=== led_matrix_sink_flat ===
led_matrix_sink_flat, clock nets:
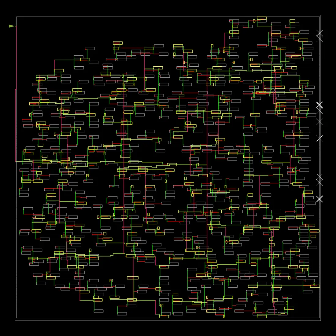

===== config.mk =====
export PLATFORM = sky130hd
export DESIGN_NAME = led_matrix_sink_flat
export DESIGN_NICKNAME = d
export VERILOG_FILES = /design/src/rtl/led_matrix_sink_if.sv /design/src/rtl/led_matrix_sink.sv /design/src/flat_wrapper.sv
export SDC_FILE = /design/constraint.sdc
export NUM_CORES = 1
export LEC_CHECK = 0
export CAP_MARGIN = 20
export CELL_PAD_IN_SITES_DETAIL_PLACEMENT = 2
export CELL_PAD_IN_SITES_GLOBAL_PLACEMENT = 2
export CORE_UTILIZATION = 25
export CTS_CLUSTER_DIAMETER = 30
export DETAILED_ROUTE_END_ITERATION = 6
export PLACE_DENSITY_LB_ADDON = 0.1
export SYNTH_ARGS = -nofsm -noshare
export SYNTH_HDL_FRONTEND = slang
export SYNTH_SLANG_ARGS = --single-unit

===== constraint.sdc =====
create_clock -name CLK -period 50.8 [get_ports CLK]
set_input_delay 10.16 -clock CLK [delete_from_list [all_inputs] [get_ports CLK]]
set_output_delay 10.16 -clock CLK [all_outputs]
set_load 0.01 [all_outputs]

===== src/rtl/led_matrix_sink_if.sv =====
// Pixel-stream bus between the game scan engine (master) and the LED matrix sink (slave).
interface led_matrix_sink_if;
    logic [2:0] xIn;
    logic [3:0] yIn;
    logic [2:0] colorIn;
    logic       wrEn;
    logic       clearReq;
    logic       swapReq;
    logic       frameDone;
    logic       busy;

    modport master (
        output xIn, yIn, colorIn, wrEn, clearReq, swapReq,
        input  frameDone, busy
    );

    modport slave (
        input  xIn, yIn, colorIn, wrEn, clearReq, swapReq,
        output frameDone, busy
    );
endinterface


===== src/rtl/led_matrix_sink.sv =====
// LED matrix sink: 8x16 x 3-bit frame buffer fed by a pixel write stream,
// with a clear engine and a row-multiplexed refresh (LOAD / SHOW / BLANK).
// Optional macro DOUBLE_BUFFER_EN: front/back buffers swapped at frame wrap.
module led_matrix_sink #(
    parameter int unsigned REFRESH_DIV  = 10000,
    parameter int unsigned BLANK_CYCLES = 4
) (
    input  logic              CLK,
    input  logic              RST,
    led_matrix_sink_if.slave  pix,
    output logic [15:0]       rowSel,
    output logic [7:0]        colR,
    output logic [7:0]        colG,
    output logic [7:0]        colB
);

    localparam int unsigned COLS  = 8;
    localparam int unsigned ROWS  = 16;
    localparam int unsigned CELLS = COLS * ROWS;
    localparam int unsigned AW    = 7;
    localparam int unsigned PW    = 16;
    localparam int unsigned CW    = 3;

    localparam logic [1:0] ST_LOAD  = 2'd0;
    localparam logic [1:0] ST_SHOW  = 2'd1;
    localparam logic [1:0] ST_BLANK = 2'd2;

    localparam logic [0:0] CLR_IDLE = 1'b0;
    localparam logic [0:0] CLR_RUN  = 1'b1;

    // refresh state
    logic [1:0]             ref_state_q, ref_state_d;
    logic [3:0]             row_q, row_d;
    logic [PW-1:0]          pres_q, pres_d;
    logic [COLS-1:0][CW-1:0] shadow_q, shadow_d;
    logic [ROWS-1:0]        row_sel_q, row_sel_d;
    logic [COLS-1:0]        col_r_q, col_r_d;
    logic [COLS-1:0]        col_g_q, col_g_d;
    logic [COLS-1:0]        col_b_q, col_b_d;
    logic                   frame_done_q, frame_done_d;

    // clear engine state
    logic [0:0]             clr_state_q, clr_state_d;
    logic [AW-1:0]          clr_addr_q, clr_addr_d;
    logic                   busy_q, busy_d;

    // buffer access
    logic                   fb_we_c;
    logic [AW-1:0]          fb_waddr_c;
    logic [CW-1:0]          fb_wdata_c;
    logic [2:0]             col_c;
    logic [AW-1:0]          fb_raddr_c;
    logic [CW-1:0]          fb_rdata_c;

    assign col_c      = pres_q[2:0];
    assign fb_raddr_c = {row_q, col_c};

`ifdef DOUBLE_BUFFER_EN
    logic [CW-1:0] fb0_q [CELLS];
    logic [CW-1:0] fb1_q [CELLS];
    logic          front_q, front_d;
    logic          swap_pend_q, swap_pend_d;
    logic          swap_now_c;
    logic          front_rd_c;

    // swap fires in the frameDone cycle; the read mux already sees the new front
    assign swap_now_c = frame_done_q & (swap_pend_q | pix.swapReq);
    assign front_rd_c = front_q ^ swap_now_c;
    assign fb_rdata_c = front_rd_c ? fb1_q[fb_raddr_c] : fb0_q[fb_raddr_c];

    // swap bookkeeping: a request is held until the next frame wrap
    always_comb begin
        front_d     = front_q ^ swap_now_c;
        swap_pend_d = swap_now_c ? 1'b0 : (swap_pend_q | pix.swapReq);
    end

    always_ff @(posedge CLK or posedge RST) begin
        if (RST) begin
            front_q     <= 1'b0;
            swap_pend_q <= 1'b0;
        end else begin
            front_q     <= front_d;
            swap_pend_q <= swap_pend_d;
        end
    end

    // buffer 0 storage; written only while it is the back buffer
    always_ff @(posedge CLK or posedge RST) begin
        if (RST) begin
            for (int i = 0; i < int'(CELLS); i++) fb0_q[i] <= '0;
        end else if (fb_we_c && front_q) begin
            fb0_q[fb_waddr_c] <= fb_wdata_c;
        end
    end

    // buffer 1 storage; written only while it is the back buffer
    always_ff @(posedge CLK or posedge RST) begin
        if (RST) begin
            for (int i = 0; i < int'(CELLS); i++) fb1_q[i] <= '0;
        end else if (fb_we_c && !front_q) begin
            fb1_q[fb_waddr_c] <= fb_wdata_c;
        end
    end
`else
    logic [CW-1:0] fb_q [CELLS];
    logic          swap_unused;

    assign swap_unused = pix.swapReq;
    assign fb_rdata_c  = fb_q[fb_raddr_c];

    // single shared buffer; a same-cycle read sees the pre-write value
    always_ff @(posedge CLK or posedge RST) begin
        if (RST) begin
            for (int i = 0; i < int'(CELLS); i++) fb_q[i] <= '0;
        end else if (fb_we_c) begin
            fb_q[fb_waddr_c] <= fb_wdata_c;
        end
    end
`endif

    // clear engine next state and buffer write port arbitration
    always_comb begin
        clr_state_d = clr_state_q;
        clr_addr_d  = clr_addr_q;
        busy_d      = busy_q;
        fb_we_c     = 1'b0;
        fb_waddr_c  = '0;
        fb_wdata_c  = '0;
        case (clr_state_q)
            CLR_IDLE: begin
                if (pix.wrEn) begin
                    fb_we_c    = 1'b1;
                    fb_waddr_c = {pix.yIn, pix.xIn};
                    fb_wdata_c = pix.colorIn;
                end
                if (pix.clearReq) begin
                    clr_state_d = CLR_RUN;
                    clr_addr_d  = '0;
                    busy_d      = 1'b1;
                end
            end
            CLR_RUN: begin
                fb_we_c    = 1'b1;
                fb_waddr_c = clr_addr_q;
                fb_wdata_c = '0;
                clr_addr_d = clr_addr_q + AW'(1);
                if (clr_addr_q == AW'(CELLS - 1)) begin
                    clr_state_d = CLR_IDLE;
                    busy_d      = 1'b0;
                end
            end
            default: begin
                clr_state_d = CLR_IDLE;
                busy_d      = 1'b0;
            end
        endcase
    end

    // refresh FSM next state and LED drive
    always_comb begin
        ref_state_d  = ref_state_q;
        row_d        = row_q;
        pres_d       = pres_q + PW'(1);
        shadow_d     = shadow_q;
        row_sel_d    = row_sel_q;
        col_r_d      = col_r_q;
        col_g_d      = col_g_q;
        col_b_d      = col_b_q;
        frame_done_d = 1'b0;
        case (ref_state_q)
            ST_LOAD: begin
                row_sel_d       = '0;
                shadow_d[col_c] = fb_rdata_c;
                if (pres_q == PW'(COLS - 1)) begin
                    ref_state_d = ST_SHOW;
                    pres_d      = '0;
                    row_sel_d   = ROWS'(1) << row_q;
                    for (int c = 0; c < int'(COLS); c++) begin
                        col_r_d[c] = shadow_d[c][2];
                        col_g_d[c] = shadow_d[c][1];
                        col_b_d[c] = shadow_d[c][0];
                    end
                end
            end
            ST_SHOW: begin
                if (pres_q == PW'(REFRESH_DIV - 1)) begin
                    ref_state_d = ST_BLANK;
                    pres_d      = '0;
                    row_sel_d   = '0;
                end
            end
            ST_BLANK: begin
                row_sel_d = '0;
                if (pres_q == PW'(BLANK_CYCLES - 1)) begin
                    ref_state_d  = ST_LOAD;
                    pres_d       = '0;
                    row_d        = row_q + 4'd1;
                    frame_done_d = (row_q == 4'd15);
                end
            end
            default: begin
                ref_state_d = ST_LOAD;
                pres_d      = '0;
                row_sel_d   = '0;
            end
        endcase
    end

    // state and output registers
    always_ff @(posedge CLK or posedge RST) begin
        if (RST) begin
            ref_state_q  <= ST_LOAD;
            row_q        <= '0;
            pres_q       <= '0;
            shadow_q     <= '0;
            row_sel_q    <= '0;
            col_r_q      <= '0;
            col_g_q      <= '0;
            col_b_q      <= '0;
            frame_done_q <= 1'b0;
            clr_state_q  <= CLR_IDLE;
            clr_addr_q   <= '0;
            busy_q       <= 1'b0;
        end else begin
            ref_state_q  <= ref_state_d;
            row_q        <= row_d;
            pres_q       <= pres_d;
            shadow_q     <= shadow_d;
            row_sel_q    <= row_sel_d;
            col_r_q      <= col_r_d;
            col_g_q      <= col_g_d;
            col_b_q      <= col_b_d;
            frame_done_q <= frame_done_d;
            clr_state_q  <= clr_state_d;
            clr_addr_q   <= clr_addr_d;
            busy_q       <= busy_d;
        end
    end

    assign rowSel        = row_sel_q;
    assign colR          = col_r_q;
    assign colG          = col_g_q;
    assign colB          = col_b_q;
    assign pix.frameDone = frame_done_q;
    assign pix.busy      = busy_q;

endmodule


===== src/flat_wrapper.sv =====
// flat-port wrapper written by rule: the top's interface ports become plain ports
module led_matrix_sink_flat 
#(
    parameter int unsigned REFRESH_DIV  = 10000,
    parameter int unsigned BLANK_CYCLES = 4
)
  (CLK, RST, rowSel, colR, colG, colB, pix_xIn, pix_yIn, pix_colorIn, pix_wrEn, pix_clearReq, pix_swapReq, pix_frameDone, pix_busy);
  led_matrix_sink_if pix_i ();
  input  logic CLK;
  input  logic RST;
  output logic [15:0] rowSel;
  output logic [7:0] colR;
  output logic [7:0] colG;
  output logic [7:0] colB;
  input wire logic [$bits(pix_i.xIn)-1:0] pix_xIn;
  input wire logic [$bits(pix_i.yIn)-1:0] pix_yIn;
  input wire logic [$bits(pix_i.colorIn)-1:0] pix_colorIn;
  input wire logic [$bits(pix_i.wrEn)-1:0] pix_wrEn;
  input wire logic [$bits(pix_i.clearReq)-1:0] pix_clearReq;
  input wire logic [$bits(pix_i.swapReq)-1:0] pix_swapReq;
  output wire logic [$bits(pix_i.frameDone)-1:0] pix_frameDone;
  output wire logic [$bits(pix_i.busy)-1:0] pix_busy;
  assign pix_i.xIn = pix_xIn;
  assign pix_i.yIn = pix_yIn;
  assign pix_i.colorIn = pix_colorIn;
  assign pix_i.wrEn = pix_wrEn;
  assign pix_i.clearReq = pix_clearReq;
  assign pix_i.swapReq = pix_swapReq;
  assign pix_frameDone = pix_i.frameDone;
  assign pix_busy = pix_i.busy;
  led_matrix_sink #(.REFRESH_DIV(REFRESH_DIV), .BLANK_CYCLES(BLANK_CYCLES)) u_core (.CLK(CLK), .RST(RST), .pix(pix_i), .rowSel(rowSel), .colR(colR), .colG(colG), .colB(colB));
endmodule

=== fp_vector_packer ===
## src/rtl/fp_vector_packer.sv

```systemverilog
// Serial-to-parallel packer: gathers bfloat16 operands into an ITEMS-wide vector
// for fp_add_tree, padding lanes left unused by an early flush with +0.0.
module fp_vector_packer #(
   parameter int WIDTH = 16,
   parameter int ITEMS = 32,
   parameter int CW    = $clog2(ITEMS + 1)
) (
   input  logic                         clock,
   input  logic                         clock_sreset,
   input  logic                         in_valid,
   input  logic [WIDTH-1:0]             in_data,
   input  logic                         in_last,
   output logic                         in_ready,
   output logic                         out_valid,
   input  logic                         out_ready,
   output logic [ITEMS-1:0][WIDTH-1:0]  out_data,
   output logic [CW-1:0]                out_count
);

   typedef enum logic {FILL, HOLD} state_t;

   state_t                      state_reg, state_next;
   logic [CW-1:0]               cnt_reg, cnt_next;
   logic [ITEMS-1:0][WIDTH-1:0] fill_reg, fill_next, fill_merged;
   logic [ITEMS-1:0][WIDTH-1:0] out_data_reg, out_data_next;
   logic [CW-1:0]               out_count_reg, out_count_next;
   logic                        out_valid_reg, out_valid_next;
   logic                        accept, complete, slot_free, load;

   assign in_ready  = (state_reg == FILL);
   assign accept    = in_valid & in_ready;
   assign complete  = accept & (in_last | (cnt_reg == CW'(ITEMS - 1)));
   assign slot_free = ~out_valid_reg | out_ready;

   // Lanes above cnt are already zero because the buffer is cleared on every
   // hand-off, so merging the incoming element yields the padded vector.
   generate
      for (genvar gi = 0; gi < ITEMS; gi++) begin : g_merge
         assign fill_merged[gi] = (accept && cnt_reg == CW'(gi)) ? in_data : fill_reg[gi];
      end
   endgenerate

   always_comb begin
      state_next     = state_reg;
      cnt_next       = cnt_reg;
      fill_next      = fill_reg;
      out_data_next  = out_data_reg;
      out_count_next = out_count_reg;
      load           = 1'b0;
      case (state_reg)
         FILL: begin
            if (accept) begin
               if (complete && slot_free) begin
                  load           = 1'b1;
                  out_data_next  = fill_merged;
                  out_count_next = cnt_reg + CW'(1);
                  fill_next      = '0;
                  cnt_next       = '0;
               end else if (complete) begin
                  // cnt is kept so the lane count can be restored on transfer
                  fill_next  = fill_merged;
                  state_next = HOLD;
               end else begin
                  fill_next = fill_merged;
                  cnt_next  = cnt_reg + CW'(1);
               end
            end
         end
         HOLD: begin
            if (slot_free) begin
               load           = 1'b1;
               out_data_next  = fill_reg;
               out_count_next = cnt_reg + CW'(1);
               fill_next      = '0;
               cnt_next       = '0;
               state_next     = FILL;
            end
         end
         default: state_next = FILL;
      endcase
      out_valid_next = load ? 1'b1 : (out_ready ? 1'b0 : out_valid_reg);
   end

   always_ff @(posedge clock or posedge clock_sreset) begin
      if (clock_sreset) state_reg <= FILL;
      else              state_reg <= state_next;
   end

   always_ff @(posedge clock or posedge clock_sreset) begin
      if (clock_sreset) begin
         cnt_reg       <= '0;
         fill_reg      <= '0;
         out_data_reg  <= '0;
         out_count_reg <= '0;
         out_valid_reg <= 1'b0;
      end else begin
         cnt_reg       <= cnt_next;
         fill_reg      <= fill_next;
         out_data_reg  <= out_data_next;
         out_count_reg <= out_count_next;
         out_valid_reg <= out_valid_next;
      end
   end

   assign out_valid = out_valid_reg;
   assign out_data  = out_data_reg;
   assign out_count = out_count_reg;

endmodule

```

## config.mk

```make
export PLATFORM = sky130hd
export DESIGN_NAME = fp_vector_packer
export DESIGN_NICKNAME = d
export VERILOG_FILES = /design/src/rtl/fp_vector_packer.sv
export SDC_FILE = /design/constraint.sdc
export NUM_CORES = 2
export LEC_CHECK = 0
export ABC_AREA = 0
export CORE_MARGIN = 3
export CORE_UTILIZATION = 45
export DETAILED_ROUTE_END_ITERATION = 6
export PLACE_DENSITY = 0.78
export SETUP_SLACK_MARGIN = 0.2
export SLEW_MARGIN = 30
export SYNTH_ARGS = -nofsm -noshare
export SYNTH_HDL_FRONTEND = slang
export SYNTH_SLANG_ARGS = --single-unit
```

## constraint.sdc

```tcl
create_clock -name clock -period 48 [get_ports clock]
set_input_delay 9.6 -clock clock [delete_from_list [all_inputs] [get_ports clock]]
set_output_delay 9.6 -clock clock [all_outputs]
set_load 0.02 [all_outputs]
```

fp_vector_packer, signal wires by layer:
Scale bar: 100 um.
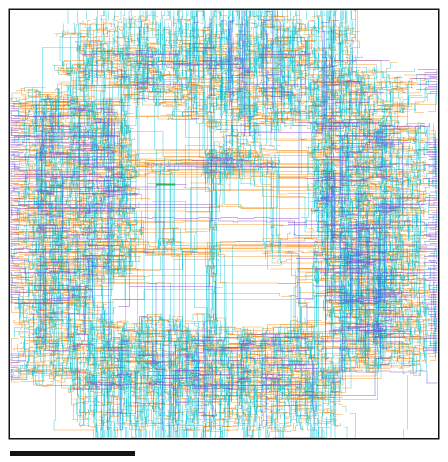
[blue] M4 | wire length: 6780 um
[cyan] M2 | wire length: 73.4 mm
[orange] M1 | wire length: 66.7 mm
[purple] M3 | wire length: 14600 um
[green] M5 | wire length: 13.8 um

==> results.sh, fp_vector_packer <==
# yosys + openroad results
export IMPL_cts_htree_levels=3
export IMPL_final_area_um2=60680
export IMPL_grt_usage_pct=27.01
export IMPL_ys_async_sr_fraction_pct=100.0
export IMPL_vias=39094
export IMPL_synthCells=4453
export IMPL_synthMostInstantiatedCell="dfrtp_1"
export IMPL_drt_vias_per_instance=6.238
export IMPL_die_area_um2=116600
export IMPL_dp_slack_ps=33440
export IMPL_grt_pass1_wl_um=245300
export IMPL_cp_endpoint="fill_reg[175]"
export IMPL_cts_root_buffer="clkbuf_16"
export IMPL_cts_buffer_depth=3
export IMPL_final_cells=6267
export IMPL_ys_area_um2=50630
export IMPL_ff2ff_path_depth=8
export IMPL_io_buffers=540
export IMPL_synth_flops=1038
export IMPL_outcome="completed"
export IMPL_critical_path_class="in2reg"
export IMPL_ioPinCount=541
export IMPL_crit_path_cell_trace="clkdlybuf4s50_1 -> or3b_1 -> a21oi_4 -> buf_4 -> buf_4 -> buf_12 -> o21ai_1 -> o211ai_1"
export IMPL_ir_drop_v=0.00002963
export IMPL_synthesis_area_um2=50630
export IMPL_cp_data_required_time_ps=48580
==> fp_vector_packer: kinds of logic after synthesis <==
logic type,count (synthesis),share of synthesized area [%]
compound gates,1043,15.62
buf+inv,531,4.260
fa+ha+maj,4,0.09885
simple gates,860,7.009
flops,1038,51.30
mux,973,21.64
xor+xnor,4,0.06921
==> fp_vector_packer: final cells by class <==
type                    count  area (um^2)
fillers                  9179        50450
flip-flops and latches   1038        25970
multi-input cells        2884        22720
repair buffers            630         6284
clock buffers             163         3253
well taps                1488         1862
clock inverters            32        457.9
inverters                  30        125.1
diodes                      2        5.005
led_matrix_sink_flat, pin placement:
Pins as bars across the die edge, other pins in gray.
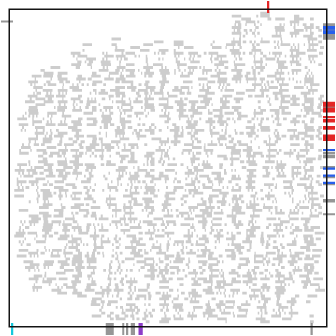
[red] `rowSel` | pins: 16 | direction: output | edge: 15 east, 1 north
[blue] `colR` | pins: 8 | direction: output | edge: east
[cyan] `pix_swapReq` | pins: 1 | direction: input | edge: south
[purple] `pix_xIn` | pins: 3 | direction: input | edge: south
all pins by edge: 40 east, 15 south, 1 west, 1 north

Notes on 'clock nets' of led_matrix_sink_flat above:
CTS buffer count: 160
sequential cell count: 480
Late-Pin Clk Latency: 740 ps
clock group total power: 914 uW

==> results.sh, led_matrix_sink_flat <==
# yosys + openroad results
export IMPL_grt_pass1_wl_um=137200
export IMPL_yosys_warnings=0
export IMPL_flop_area_um2=12020
export IMPL_rrSetupSlack_ps=45960
export IMPL_outcome="finished with violations"
export IMPL_simple_gate_area_share_pct=11.78
export IMPL_use_met2_pct=33.64
export IMPL_synthesis_area_um2=22340
export IMPL_post_cts_buffers=0
export IMPL_fin_crit_ps=13630
export IMPL_drc_errors=15
export IMPL_top_cell_area_share_pct=53.76
export IMPL_p_int_mw=1.057
export IMPL_aoi_share_pct=13.27
export IMPL_busiest_layer="met2"
export IMPL_vias=17390
export IMPL_violations="DRC"
export IMPL_n_tap_cell=1165
export IMPL_whs_path_depth=2
export IMPL_antenna_found_initial=1
export IMPL_comb_area_um2=9743
export IMPL_maxPowerGroup="the clock network"
export IMPL_ff_type="dfrtp_1"
export IMPL_drt_total_wl_um=92400
export IMPL_p_clk_share_pct=63.1
export IMPL_tightest_slew_ps=1166
export IMPL_met2_length_um=43450
export IMPL_cp_endpoint="u_core.fb_q[177]"
export IMPL_path_clk_slew_ps=40
export IMPL_dp_slack_ps=36520
export IMPL_mostFrequentLayoutCells="dfrtp_1, nand2_1, mux2_2, o21ai_0, nor2_1"
export IMPL_cts_sinks=480
export IMPL_finalCoreUtilization_pct=33.11
export IMPL_cts_htree_levels=4
export IMPL_yosys_top_cells_count="dfrtp_1, nand2_1, mux2_2"
export IMPL_fp_util_pct=25.24
export IMPL_max_cap_violations=0
export IMPL_p_comb_uw=131
export IMPL_wl_met1_um=42570
export IMPL_setup_ws_ps=37170
export IMPL_comb_area_share_pct=33.25
export IMPL_nFillCells=9330
export IMPL_top_cells_by_area="dfrtp_1, mux2_2, nand2_1, o21ai_0, nor2_1"
led_matrix_sink_flat: per-stage QoR:
step	instance area, um^2	hold WS (ps)	std cells
global placement	24140	456.7	3159
finish	29300	473.5	3440
CTS	29300	478.4	3439
detailed placement	24190	470.1	3162
global route	29300	504.5	3440
floorplan	22340	442.2	2022
led_matrix_sink_flat: flip-flops by register name, summed over array words and instances (netlist names), 2 cells and up:
register,flops
u_core.ref_state_q,2
u_core.colG,8
u_core.clr_addr_q,7
u_core.rowSel,16
u_core.row_q,4
u_core.colR,8
u_core.pres_q,16
u_core.shadow_q,24
u_core.colB,8
u_core.fb_q,384

=== param_dec_seq ===
param_dec_seq, clock nets:
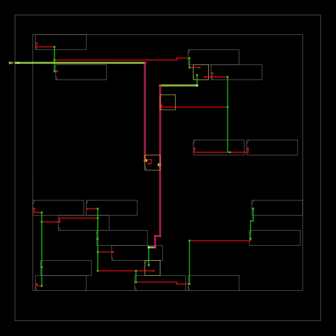
param_dec_seq, where the registers sit:
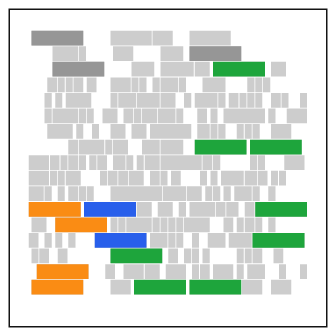
[src/rtl/param_dec_pkg.sv]
// Shared encodings for the parameterised decoder/sequencer: FSM states and mode constants.
// No logic lives here, so it has no latency and no flow control.
package param_dec_pkg;

    typedef enum logic [1:0] {
        IDLE = 2'd0,
        HOLD = 2'd1,
        SCAN = 2'd2
    } state_t;

    localparam logic MODE_DECODE = 1'b0;
    localparam logic MODE_SCAN   = 1'b1;

endpackage

[src/rtl/param_dec_dwell_cnt.sv]
// Loadable down-counter that times one select slot; tc is high while the count is zero.
// load takes effect on the next edge; tc is combinational from the count register.
// No backpressure: the counter stops at zero, so it never wraps.
module param_dec_dwell_cnt #(
    parameter int dwell_width = 8
) (
    input  logic                   clk,
    input  logic                   rst_n,
    input  logic                   load,
    input  logic [dwell_width-1:0] load_val,
    input  logic                   dec,
    output logic                   tc
);

    logic [dwell_width-1:0] cnt_q;

    always_ff @(posedge clk or negedge rst_n) begin
        if (!rst_n) begin
            cnt_q <= '0;
        end else if (load) begin
            cnt_q <= load_val;
        end else if (dec && (cnt_q != '0)) begin
            cnt_q <= cnt_q - dwell_width'(1);
        end
    end

    assign tc = (cnt_q == '0);

endmodule

[src/rtl/param_dec_seq.sv]
// One-hot select generator: decodes an accepted code x or scans all lines, each slot dwell+1 cycles.
// y is registered, so it changes 1 cycle after acceptance or scan start.
// x_ready is high only in IDLE with decode mode; requests are ignored while busy.
module param_dec_seq
    import param_dec_pkg::*;
#(
    parameter int input_width  = 2,
    parameter int output_width = 4,
    parameter int dwell_width  = 8
) (
    input  logic                    clk,
    input  logic                    rst_n,
    input  logic [input_width-1:0]  x,
    input  logic                    x_valid,
    output logic                    x_ready,
    input  logic                    mode,
    input  logic                    en,
    input  logic [dwell_width-1:0]  dwell,
    output logic [output_width-1:0] y,
    output logic                    busy,
    output logic                    err
);

    localparam logic [input_width:0]    OW_LIM   = (input_width + 1)'(output_width);
    localparam logic [input_width-1:0]  POS_LAST = input_width'(output_width - 1);
    localparam logic [output_width-1:0] ONE      = output_width'(1);

    state_t                  state_q, state_d;
    logic [input_width-1:0]  pos_q, pos_d;
    logic [output_width-1:0] y_d;
    logic                    err_d;
    logic                    stop_q, stop_d;
    logic                    cnt_load, cnt_dec, cnt_tc;

    assign x_ready = (state_q == IDLE) && (mode == MODE_DECODE);
    assign busy    = (state_q != IDLE);

    always_comb begin
        state_d  = state_q;
        pos_d    = pos_q;
        y_d      = y;
        err_d    = 1'b0;
        stop_d   = stop_q;
        cnt_load = 1'b0;
        cnt_dec  = 1'b0;
        case (state_q)
            IDLE: begin
                y_d    = '0;
                stop_d = 1'b0;
                if (x_ready && x_valid) begin
                    if ({1'b0, x} < OW_LIM) begin
                        state_d  = HOLD;
                        y_d      = ONE << x;
                        cnt_load = 1'b1;
                    end else begin
                        err_d = 1'b1;
                    end
                end else if ((mode == MODE_SCAN) && en) begin
                    state_d  = SCAN;
                    pos_d    = '0;
                    y_d      = ONE;
                    cnt_load = 1'b1;
                end
            end
            HOLD: begin
                if (cnt_tc) begin
                    state_d = IDLE;
                    y_d     = '0;
                end else begin
                    cnt_dec = 1'b1;
                end
            end
            SCAN: begin
                // en low at any point in a slot lets that slot finish, then stops
                stop_d = stop_q | ~en;
                if (cnt_tc) begin
                    if (stop_q || !en) begin
                        state_d = IDLE;
                        y_d     = '0;
                        stop_d  = 1'b0;
                    end else begin
                        pos_d    = (pos_q == POS_LAST) ? '0 : pos_q + input_width'(1);
                        y_d      = ONE << pos_d;
                        cnt_load = 1'b1;
                    end
                end else begin
                    cnt_dec = 1'b1;
                end
            end
            default: begin
                state_d = IDLE;
                y_d     = '0;
            end
        endcase
    end

    always_ff @(posedge clk or negedge rst_n) begin
        if (!rst_n) begin
            state_q <= IDLE;
            pos_q   <= '0;
            y       <= '0;
            err     <= 1'b0;
            stop_q  <= 1'b0;
        end else begin
            state_q <= state_d;
            pos_q   <= pos_d;
            y       <= y_d;
            err     <= err_d;
            stop_q  <= stop_d;
        end
    end

    param_dec_dwell_cnt #(
        .dwell_width(dwell_width)
    ) u_dwell_cnt (
        .clk     (clk),
        .rst_n   (rst_n),
        .load    (cnt_load),
        .load_val(dwell),
        .dec     (cnt_dec),
        .tc      (cnt_tc)
    );

endmodule

[config.mk]
export PLATFORM = sky130hd
export DESIGN_NAME = param_dec_seq
export DESIGN_NICKNAME = d
export VERILOG_FILES = /design/src/rtl/param_dec_pkg.sv /design/src/rtl/param_dec_dwell_cnt.sv /design/src/rtl/param_dec_seq.sv
export SDC_FILE = /design/constraint.sdc
export NUM_CORES = 1
export LEC_CHECK = 0
export ABC_AREA = 1
export CORE_MARGIN = 3
export CORE_UTILIZATION = 52
export CTS_CLUSTER_SIZE = 12
export DETAILED_ROUTE_END_ITERATION = 16
export PLACE_DENSITY_LB_ADDON = 0.2
export RECOVER_POWER = 50
export SLEW_MARGIN = 20
export SYNTH_ARGS = -nofsm -noshare
export SYNTH_HDL_FRONTEND = slang
export SYNTH_SLANG_ARGS = --single-unit
[constraint.sdc]
create_clock -name clk -period 1.7 [get_ports clk]
set_input_delay 0.425 -clock clk [delete_from_list [all_inputs] [get_ports clk]]
set_output_delay 0.425 -clock clk [all_outputs]
set_load 0.05 [all_outputs]
==> results.sh <==
# yosys + openroad results
export IMPL_maxPowerGroup="combinational cells"
export IMPL_cts_made_buffers=3
export IMPL_rsz0062_at_grt="yes"
export IMPL_hold_class="reg2reg"
export IMPL_clock_area_share_pct=1.832
export IMPL_switchingPower_mw=1.468
export IMPL_busiest_layer="met2"
export IMPL_wl_met1_um=1211
export IMPL_edf_count=0
export IMPL_max_cap_violations=0
export IMPL_met1_usage_pct=23.12
export IMPL_drt_total_wl_um=2859
export IMPL_start_kind="register"
export IMPL_row_count=17
export IMPL_n_all_buffers=31
export IMPL_largest_class="multi-input combinational cells"
export IMPL_cp_endpoint="x_ready"
export IMPL_use_met2_pct=37.50
export IMPL_yosys_warnings=0
export IMPL_p_per_area_nw_per_um2=1772
export IMPL_outcome="completed"
export IMPL_critical_path_top_delay_family="flip-flops"
export IMPL_aoi_share_pct=12.02
export IMPL_wire_per_inst_um=12.54
export IMPL_gr_usage_met3_pct=3.037
export IMPL_p_clk_share_pct=8.3
export IMPL_area_growth_synth_to_final_pct=30.09
export IMPL_fin_crit_sh_pct=99.97
export IMPL_die_w_um=55.23
export IMPL_ff_type="dfrtp_1"
export IMPL_die_area_um2=3050
export IMPL_post_cts_buffers=3
## Picture notes: 'clock nets' of param_dec_seq
clk_skew: 1.170 ps
clock group total power: 241 uW
Late-Pin Clk Latency: 310 ps
clk sinks: 17
sequential cell count: 17

## Picture notes: 'where the registers sit' of param_dec_seq
[green] `u_dwell_cnt.cnt_q` | sequential cells: 8
[orange] `y` | sequential cells: 4 | where: south-west
[blue] `state_q` | sequential cells: 2
not colored: 3

-- placed cells by master, fill, tap and decap left out, types with 2 or more instances in the layout --
cell	n
a21oi_2	2
buf_12	3
buf_4	11
clkbuf_2	2
clkbuf_4	3
clkdlybuf4s50_1	13
dfrtp_1	17
ha_1	8
inv_1	17
inv_2	4
nand2_1	55
nand2_2	2
nand2_4	3
nand3_1	14
nor2_1	8
nor2_4	5
o21ai_0	9
o21ai_1	3
xnor2_1	2


==> layout pictures side by side <==
Clock distribution.
image #1
Scale bar: 100 um.
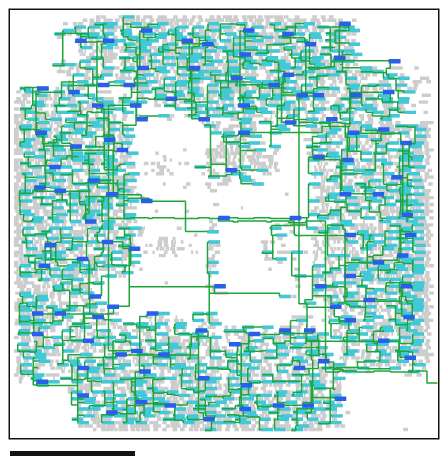
image #2
Scale bar: 100 um.
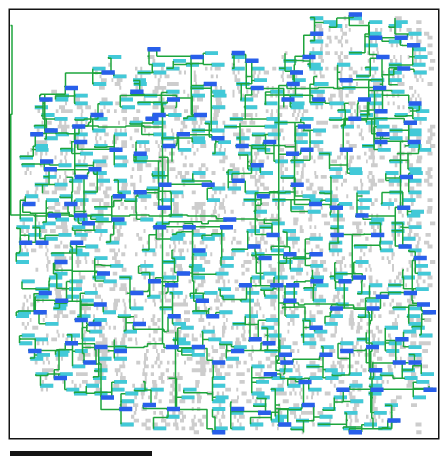
image #3
Scale bar: 20 um.
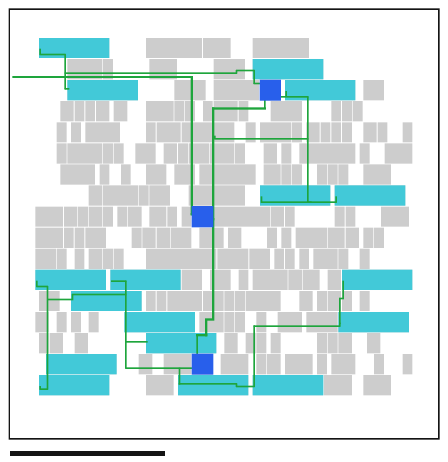
- image #3 = param_dec_seq
- image #2 = led_matrix_sink_flat
- image #1 = fp_vector_packer

Power and IR drop assume default switching activity.
